######## block 1 ########
**Block 1: power grid**

The bar under the picture is 20 um long. Pins as bars on the die edge.
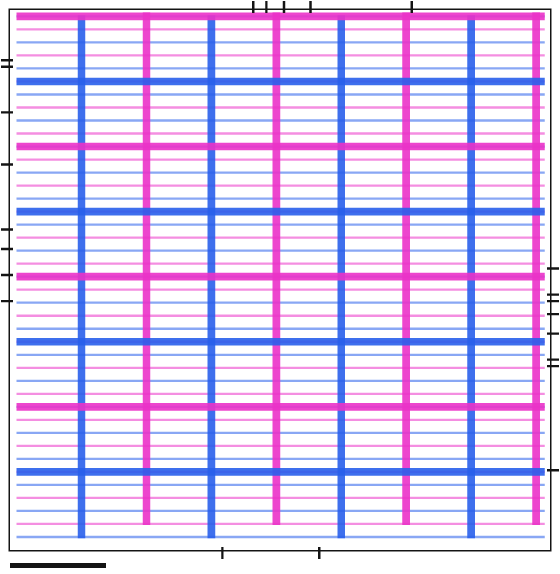

## src/rtl/uart_tx_queue.sv

```systemverilog
// -----------------------------------------------------------------------------
// uart_tx_queue
//
// Byte FIFO plus launch controller that sits directly upstream of the UART
// transmitter. The host pushes bytes at full clock rate; the controller hands
// them to the transmitter one at a time over the go / data / busy handshake,
// so software can queue a burst without polling busy between bytes.
//
// Ports:
//   clk      in   system clock, all logic on the rising edge
//   rst_n    in   asynchronous active-low reset
//   wr_en    in   host write strobe, one byte per cycle
//   wr_data  in   [7:0] byte to enqueue
//   full     out  queue holds DEPTH bytes
//   empty    out  queue holds no bytes
//   tx_busy  in   transmitter busy flag
//   tx_go    out  one-cycle launch pulse to the transmitter
//   tx_data  out  [7:0] byte presented to the transmitter
//
// Optional build macro UART_TXQ_STATUS_EN adds:
//   level    out  [ADDR_W:0] current number of queued bytes
//   overflow out  sticky flag, set when a write is dropped while full;
//                 cleared only by rst_n
//
// Parameters:
//   DEPTH    number of byte entries, power of two, minimum 2
//   ADDR_W   pointer width, must equal log2(DEPTH)
// -----------------------------------------------------------------------------
module uart_tx_queue #(
    parameter int DEPTH  = 16,
    parameter int ADDR_W = 4
) (
    input  logic              clk,
    input  logic              rst_n,
    input  logic              wr_en,
    input  logic [7:0]        wr_data,
    output logic              full,
    output logic              empty,
    input  logic              tx_busy,
    output logic              tx_go,
    output logic [7:0]        tx_data
`ifdef UART_TXQ_STATUS_EN
    ,
    output logic [ADDR_W:0]   level,
    output logic              overflow
`endif
);

    localparam logic [1:0] IDLE    = 2'd0;
    localparam logic [1:0] WAIT_HI = 2'd1;
    localparam logic [1:0] WAIT_LO = 2'd2;

    localparam logic [ADDR_W:0] DEPTH_CNT = (ADDR_W + 1)'(DEPTH);

    logic [7:0]        mem_q [DEPTH];
    logic [ADDR_W-1:0] wr_ptr_q, wr_ptr_d;
    logic [ADDR_W-1:0] rd_ptr_q, rd_ptr_d;
    logic [ADDR_W:0]   count_q,  count_d;
    logic [1:0]        state_q,  state_d;
    logic              tx_go_q,  tx_go_d;
    logic [7:0]        tx_data_q, tx_data_d;

    logic wr_accept;
    logic pop;

    assign full  = (count_q == DEPTH_CNT);
    assign empty = (count_q == '0);

    // full comes from the registered count, so a write into a full queue is
    // refused even when a pop frees a slot on the same edge.
    assign wr_accept = wr_en && !full;

    // Launch controller. tx_data only changes on a launch, so the byte stays
    // stable for the transmitter for the whole transfer.
    always_comb begin
        state_d   = state_q;
        tx_go_d   = 1'b0;
        tx_data_d = tx_data_q;
        pop       = 1'b0;
        case (state_q)
            IDLE: begin
                if (!empty) begin
                    tx_go_d   = 1'b1;
                    tx_data_d = mem_q[rd_ptr_q];
                    pop       = 1'b1;
                    state_d   = WAIT_HI;
                end
            end
            WAIT_HI: begin
                if (tx_busy) begin
                    state_d = WAIT_LO;
                end
            end
            WAIT_LO: begin
                if (!tx_busy) begin
                    state_d = IDLE;
                end
            end
            default: begin
                state_d = IDLE;
            end
        endcase
    end

    always_comb begin
        wr_ptr_d = wr_ptr_q;
        rd_ptr_d = rd_ptr_q;
        count_d  = count_q;
        if (wr_accept) begin
            wr_ptr_d = wr_ptr_q + 1'b1;
        end
        if (pop) begin
            rd_ptr_d = rd_ptr_q + 1'b1;
        end
        case ({wr_accept, pop})
            2'b10:   count_d = count_q + 1'b1;
            2'b01:   count_d = count_q - 1'b1;
            default: count_d = count_q;
        endcase
    end

    // Storage carries no reset; the pointers and count define which entries
    // are live, so stale contents are never observed.
    always_ff @(posedge clk) begin
        if (wr_accept) begin
            mem_q[wr_ptr_q] <= wr_data;
        end
    end

    always_ff @(posedge clk or negedge rst_n) begin
        if (!rst_n) begin
            wr_ptr_q  <= '0;
            rd_ptr_q  <= '0;
            count_q   <= '0;
            state_q   <= IDLE;
            tx_go_q   <= 1'b0;
            tx_data_q <= '0;
        end else begin
            wr_ptr_q  <= wr_ptr_d;
            rd_ptr_q  <= rd_ptr_d;
            count_q   <= count_d;
            state_q   <= state_d;
            tx_go_q   <= tx_go_d;
            tx_data_q <= tx_data_d;
        end
    end

    assign tx_go   = tx_go_q;
    assign tx_data = tx_data_q;

`ifdef UART_TXQ_STATUS_EN
    logic overflow_q;

    always_ff @(posedge clk or negedge rst_n) begin
        if (!rst_n) begin
            overflow_q <= 1'b0;
        end else if (wr_en && full) begin
            overflow_q <= 1'b1;
        end
    end

    assign level    = count_q;
    assign overflow = overflow_q;
`endif

endmodule

```

## config.mk

```make
export PLATFORM = sky130hd
export DESIGN_NAME = uart_tx_queue
export DESIGN_NICKNAME = d
export VERILOG_FILES = /design/src/rtl/uart_tx_queue.sv
export SDC_FILE = /design/constraint.sdc
export NUM_CORES = 1
export LEC_CHECK = 0
export CAP_MARGIN = 10
export CORE_UTILIZATION = 50
export CTS_CLUSTER_SIZE = 40
export DETAILED_ROUTE_END_ITERATION = 16
export GPL_TIMING_DRIVEN = 0
export PLACE_DENSITY = 0.68
export RECOVER_POWER = 25
export SYNTH_ARGS = -nofsm -noshare
export SYNTH_HDL_FRONTEND = slang
export SYNTH_SLANG_ARGS = --single-unit
```

## constraint.sdc

```tcl
create_clock -name clk -period 3.9 [get_ports clk]
set_clock_uncertainty 0.05 [all_clocks]
set_input_delay 0.585 -clock clk [delete_from_list [all_inputs] [get_ports clk]]
set_output_delay 0.585 -clock clk [all_outputs]
set_load 0.03 [all_outputs]
```

######## block 2 ########
## src/rtl/debug_pin_pkg.sv

```systemverilog
// Shared types for the debug pin driver.
// Channel mode encoding and config-select constants.
package debug_pin_pkg;

  typedef enum logic [1:0] {
    HOLD   = 2'd0,
    TOGGLE = 2'd1,
    WALK   = 2'd2,
    HIZ    = 2'd3
  } mode_e;

  localparam logic SEL_CHAN = 1'b0;
  localparam logic SEL_DIV  = 1'b1;

endpackage

```

## src/rtl/debug_tick_div.sv

```systemverilog
// Reloadable tick divider with registered tick output.
// o_hit is the combinational tick event for the edge about to happen.
module debug_tick_div #(
  parameter int DivWidth = 8
) (
  input  logic                clk,
  input  logic                rst,
  input  logic                i_load,
  input  logic [DivWidth-1:0] i_reload,
  output logic                o_hit,
  output logic                o_tick
);

  logic [DivWidth-1:0] r_reload;
  logic [DivWidth-1:0] r_cnt;
  logic                r_tick;

  // a reload on the match edge swallows that tick
  assign o_hit  = ~i_load & (r_cnt == r_reload);
  assign o_tick = r_tick;

  always_ff @(posedge clk) begin
    if (rst) begin
      r_reload <= '0;
      r_cnt    <= '0;
      r_tick   <= 1'b0;
    end else if (i_load) begin
      r_reload <= i_reload;
      r_cnt    <= '0;
      r_tick   <= 1'b0;
    end else begin
      r_tick <= o_hit;
      r_cnt  <= o_hit ? '0 : r_cnt + 1'b1;
    end
  end

endmodule

```

## src/rtl/debug_pin_driver.sv

```systemverilog
// Run-time configurable driver for debug and spare board pins.
// Writes are captured on accept and applied on the following edge.
module debug_pin_driver
  import debug_pin_pkg::*;
#(
  parameter int   ChanCount  = 8,
  parameter int   DivWidth   = 8,
  parameter logic ResetLevel = 1'b1,
  localparam int  ChanW      = (ChanCount > 1) ? $clog2(ChanCount) : 1
) (
  input  logic                 clk,
  input  logic                 rst,
  input  logic                 cfg_valid,
  output logic                 cfg_ready,
  input  logic                 cfg_sel,
  input  logic [ChanW-1:0]     cfg_chan,
  input  logic [1:0]           cfg_mode,
  input  logic                 cfg_level,
  input  logic [DivWidth-1:0]  cfg_div,
  output logic                 cfg_err,
  output logic                 tick,
  output logic [ChanCount-1:0] pin_out,
  output logic [ChanCount-1:0] pin_oe
);

  logic                 r_ready;
  logic                 r_pend;
  logic                 r_p_sel;
  logic [ChanW-1:0]     r_p_chan;
  mode_e                r_p_mode;
  logic                 r_p_level;
  logic [DivWidth-1:0]  r_p_div;
  logic                 r_err;
  logic [ChanW-1:0]     r_ptr;
  logic [ChanCount-1:0] r_out;
  logic [ChanCount-1:0] r_oe;
  mode_e                r_mode [ChanCount];

  logic                 w_acc;
  logic                 w_load;
  logic                 w_chan_ok;
  logic                 w_wr_chan;
  logic                 w_wr_bad;
  logic                 w_hit;
  logic [ChanW-1:0]     w_ptr_nxt;
  logic [ChanCount-1:0] w_out_nxt;
  logic [ChanCount-1:0] w_oe_nxt;
  mode_e                w_mode_nxt [ChanCount];

  assign w_acc     = cfg_valid & r_ready;
  assign w_load    = r_pend & (r_p_sel == SEL_DIV);
  assign w_chan_ok = {1'b0, r_p_chan} < (ChanW + 1)'(ChanCount);
  assign w_wr_chan = r_pend & (r_p_sel == SEL_CHAN) & w_chan_ok;
  assign w_wr_bad  = r_pend & (r_p_sel == SEL_CHAN) & ~w_chan_ok;

  assign cfg_ready = r_ready;
  assign cfg_err   = r_err;
  assign pin_out   = r_out;
  assign pin_oe    = r_oe;

  debug_tick_div #(
    .DivWidth (DivWidth)
  ) u_div (
    .clk      (clk),
    .rst      (rst),
    .i_load   (w_load),
    .i_reload (r_p_div),
    .o_hit    (w_hit),
    .o_tick   (tick)
  );

  always_comb begin
    w_ptr_nxt = r_ptr;
    if (w_hit) begin
      w_ptr_nxt = (r_ptr == ChanW'(ChanCount - 1)) ? '0 : r_ptr + 1'b1;
    end
  end

  // a write to a channel wins over that channel's tick action
  always_comb begin
    w_out_nxt = r_out;
    w_oe_nxt  = r_oe;
    for (int i = 0; i < ChanCount; i++) begin
      w_mode_nxt[i] = r_mode[i];
      if (w_wr_chan && (r_p_chan == ChanW'(i))) begin
        w_mode_nxt[i] = r_p_mode;
        w_oe_nxt[i]   = (r_p_mode != HIZ);
        unique case (r_p_mode)
          HOLD, TOGGLE: w_out_nxt[i] = r_p_level;
          WALK:         w_out_nxt[i] = (w_ptr_nxt == ChanW'(i));
          HIZ:          w_out_nxt[i] = r_out[i];
        endcase
      end else begin
        unique case (r_mode[i])
          TOGGLE:  w_out_nxt[i] = r_out[i] ^ w_hit;
          WALK:    w_out_nxt[i] = (w_ptr_nxt == ChanW'(i));
          default: w_out_nxt[i] = r_out[i];
        endcase
      end
    end
  end

  always_ff @(posedge clk) begin
    if (rst) begin
      r_ready   <= 1'b1;
      r_pend    <= 1'b0;
      r_p_sel   <= SEL_CHAN;
      r_p_chan  <= '0;
      r_p_mode  <= HOLD;
      r_p_level <= 1'b0;
      r_p_div   <= '0;
      r_err     <= 1'b0;
      r_ptr     <= '0;
      r_out     <= {ChanCount{ResetLevel}};
      r_oe      <= '1;
      for (int i = 0; i < ChanCount; i++) begin
        r_mode[i] <= HOLD;
      end
    end else begin
      r_ready <= ~w_acc;
      r_pend  <= w_acc;
      if (w_acc) begin
        r_p_sel   <= cfg_sel;
        r_p_chan  <= cfg_chan;
        r_p_mode  <= mode_e'(cfg_mode);
        r_p_level <= cfg_level;
        r_p_div   <= cfg_div;
      end
      r_err  <= w_wr_bad;
      r_ptr  <= w_ptr_nxt;
      r_out  <= w_out_nxt;
      r_oe   <= w_oe_nxt;
      r_mode <= w_mode_nxt;
    end
  end

endmodule

```

## config.mk

```make
export PLATFORM = sky130hd
export DESIGN_NAME = debug_pin_driver
export DESIGN_NICKNAME = d
export VERILOG_FILES = /design/src/rtl/debug_pin_pkg.sv /design/src/rtl/debug_tick_div.sv /design/src/rtl/debug_pin_driver.sv
export SDC_FILE = /design/constraint.sdc
export NUM_CORES = 1
export LEC_CHECK = 0
export CAP_MARGIN = 5
export CORE_MARGIN = 10
export CORE_UTILIZATION = 48
export CTS_CLUSTER_DIAMETER = 40
export DETAILED_ROUTE_END_ITERATION = 8
export MAX_ROUTING_LAYER = met4
export PLACE_DENSITY = 0.67
export SETUP_SLACK_MARGIN = 0.3
export SYNTH_ARGS = -nofsm -noshare
export SYNTH_HDL_FRONTEND = slang
export SYNTH_SLANG_ARGS = --single-unit
export TNS_END_PERCENT = 100
```

## constraint.sdc

```tcl
create_clock -name clk -period 2.8 [get_ports clk]
set_clock_uncertainty 0.05 [all_clocks]
set_input_delay 0.42 -clock clk [delete_from_list [all_inputs] [get_ports clk]]
set_output_delay 0.42 -clock clk [all_outputs]
set_load 0.02 [all_outputs]
```


## Gallery

Cells colored by class.
The bar under the picture is 20 um long.
picture 1
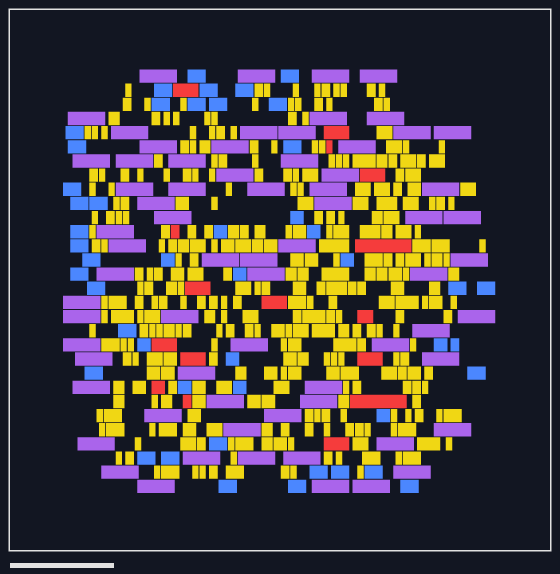
picture 2
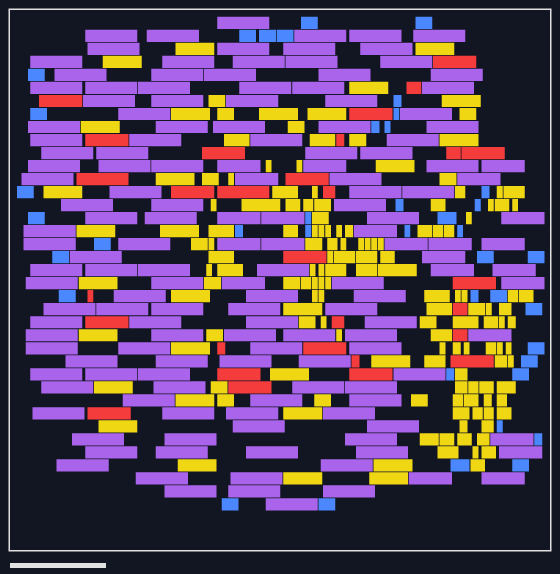
The one with the largest die is picture 2.
| from | picture |
|---|---|
| block 2 | picture 1 |
| block 1 | picture 2 |

Key to picture 1:
| class | color | cells |
|---|---|---|
| other buffers and delay cells | blue | 47 |
| all other logic | yellow | 331 |
| flip-flops | purple | 69 |
| clock drivers and dummy loads | red | 16 |

**Block 2: placed standard cells**

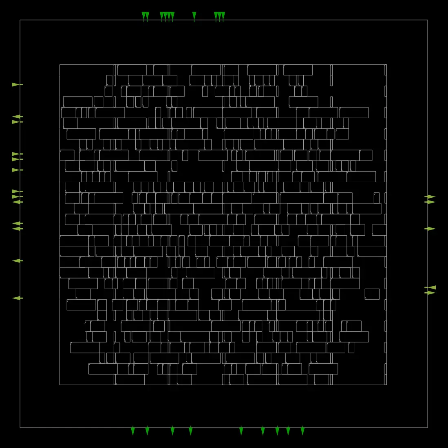
Layout fillers: 613
core area: 6790 um^2
FFs & Latches: 69
flop share of the area: 34.1%

==> flow_metrics.env, block 2 <==
# flow metrics
export IMPL_comb_area_um2=1880
export IMPL_switching_share_pct=27.3
export IMPL_dr_first_iter_drc_count=179
export IMPL_clk_pin_slew_ns=0.08
export IMPL_drt_pass1_iterations=5
export IMPL_seq_area_um2=1380
export IMPL_async_reset_ff_share_pct=0
export IMPL_yosysSeqAreaShare_pct=40.9
export IMPL_routed_wl_met2_um=3680
export IMPL_cp_depth=7
export IMPL_warning_count=26
export IMPL_fin_cells=559
export IMPL_grt_overflow=0
export IMPL_grt_util_all_layers_pct=15.7
export IMPL_setup_ws_ns=0.469
export IMPL_p_total_mw=2.26
export IMPL_lay_top_count="nand2_1"
export IMPL_yosys_area_um2=3370
export IMPL_slowest_delay_ns=0.59
export IMPL_synth_top_area_share_pct=40.9
export IMPL_cts_max_level=3
export IMPL_powerDensity_nw_per_um2=559
export IMPL_grt_pass1_wl_um=13800
export IMPL_cts_tree="yes"
export IMPL_p_seq_share_pct=47.1
export IMPL_use_met3_pct=4.28
export IMPL_r2r_start="u_div.r_cnt[2]"
export IMPL_intPower_mw=1.65
export IMPL_status="complete, no violations"
export IMPL_grt_busiest_layer="met2"
export IMPL_cts_made_buffers=9
export IMPL_max_freq_mhz=429
export IMPL_initCoreUtil_pct=49.7
export IMPL_synth_warnings=0
export IMPL_fin_crit_ns=2.33
export IMPL_path_delay_family="simple AND/OR/NAND/NOR gates"
export IMPL_drt_wl_total_um=8310
-- block 2: registers in the layout, indices dropped and copies added, names as in the netlist --
name / count
cfg_ready: 1
pin_oe: 8
pin_out: 8
r_mode: 16
r_p_chan: 3
r_p_div: 8
r_p_level: 1
r_p_mode: 2
r_p_sel: 1
r_pend: 1
r_ptr: 3
u_div.o_tick: 1
u_div.r_cnt: 8
u_div.r_reload: 8
**Block 1: routed metal, one color a layer**

Only two layers are drawn.
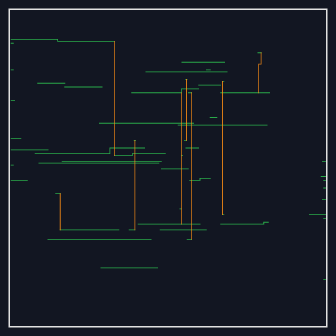
| layer | color | wire length |
|---|---|---|
| met3 | green | 567 um |
| met4 | orange | 270 um |

## Picture notes: 'power grid' of block 1
| net | color |
|---|---|
| VDD | magenta |
| VSS | blue |
met4 straps: 8
met1 rails: 41
met5 straps: 8
signal pins: 23

==> flow_metrics.env, block 1 <==
# flow metrics
export IMPL_cts_resized=0
export IMPL_cts_setup_buffers=0
export IMPL_largest_register_ffs=128
export IMPL_vias_per_cell=5.80
export IMPL_p_total_mw=5.53
export IMPL_hold_buffers=0
export IMPL_synth_top_area_share_pct=62.6
export IMPL_fin_crit_ns=3.08
export IMPL_status="complete, no violations"
export IMPL_cts_made_buffers=17
export IMPL_hold_viol=0
export IMPL_grt_max_degree=25
export IMPL_cts_root_buf="clkbuf_16"
export IMPL_buffers=40
export IMPL_adder_share_pct=1.63
export IMPL_antennaDiodeCount=0
export IMPL_ys_top_cells_by_count="edfxtp_1, mux4_2, dfrtp_1, nand2_1, nor2_1"
export IMPL_grt_pass1_wl_um=17500
export IMPL_n_clock_buffer=17
export IMPL_fill_cells=897
export IMPL_maxSlewHeadroom_pct=25.8
export IMPL_yosys_area_um2=6140
export IMPL_slowest_delay_ns=0.58
export IMPL_p_leak_nw=2.43
export IMPL_largest_area_cell="edfxtp_1"
export IMPL_dp_worst_setup_slack_ns=0.405
export IMPL_powerDensity_nw_per_um2=776
export IMPL_antenna_found_initial=0
export IMPL_ios=23
export IMPL_die_width_um=113
export IMPL_drc=0
export IMPL_initCoreUtil_pct=51.2
export IMPL_clockBufferDepth=2
export IMPL_drv_cap=0
export IMPL_drtAntennaViolNets=0
export IMPL_syn_num_nets=341
==> block 1: path summary, 6_finish.rpt <==
path                            cells past startpoint  slack [ns]    endpoint       start
worst max-delay path                               11        0.82  count_q[4]       wr_en
worst min register to register                      1        0.44  state_q[0]  state_q[1]
max in group asynchronous                           2        2.12  tx_data[7]       rst_n
min in group clk                                    1        0.44  state_q[0]  state_q[1]
worst min-delay path                                1        0.40  count_q[1]       rst_n
worst max register to register                     12        0.87  count_q[4]  count_q[2]
==> block 1: power by group <==
group	internal (mW)	switching, mW
clock	0.929	0.613
combinational	0.810	1.02
sequential	2.03	0.124


==> notes/layouts.md <==
Pictures saved along the way, in no particular order.

Clock distribution.
The bar under the picture is 20 um long.
image #1
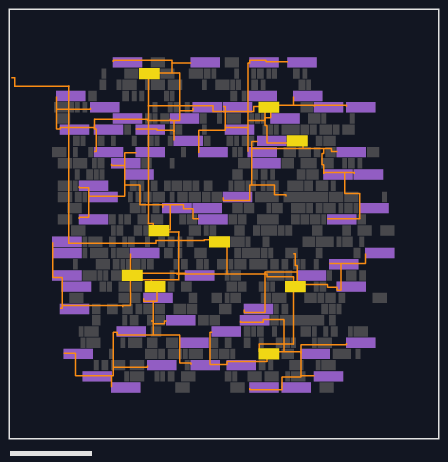
image #2
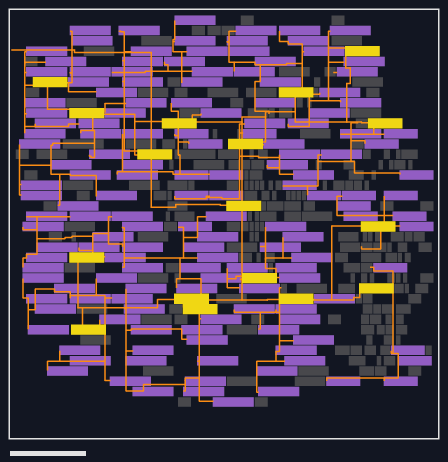
Of these, largest die: image #2
Of these, most sequential cells: image #2
Image #1 is block 2.
Image #2 is block 1.

Power figures rest on the tool's default switching activity, not on a simulated workload.
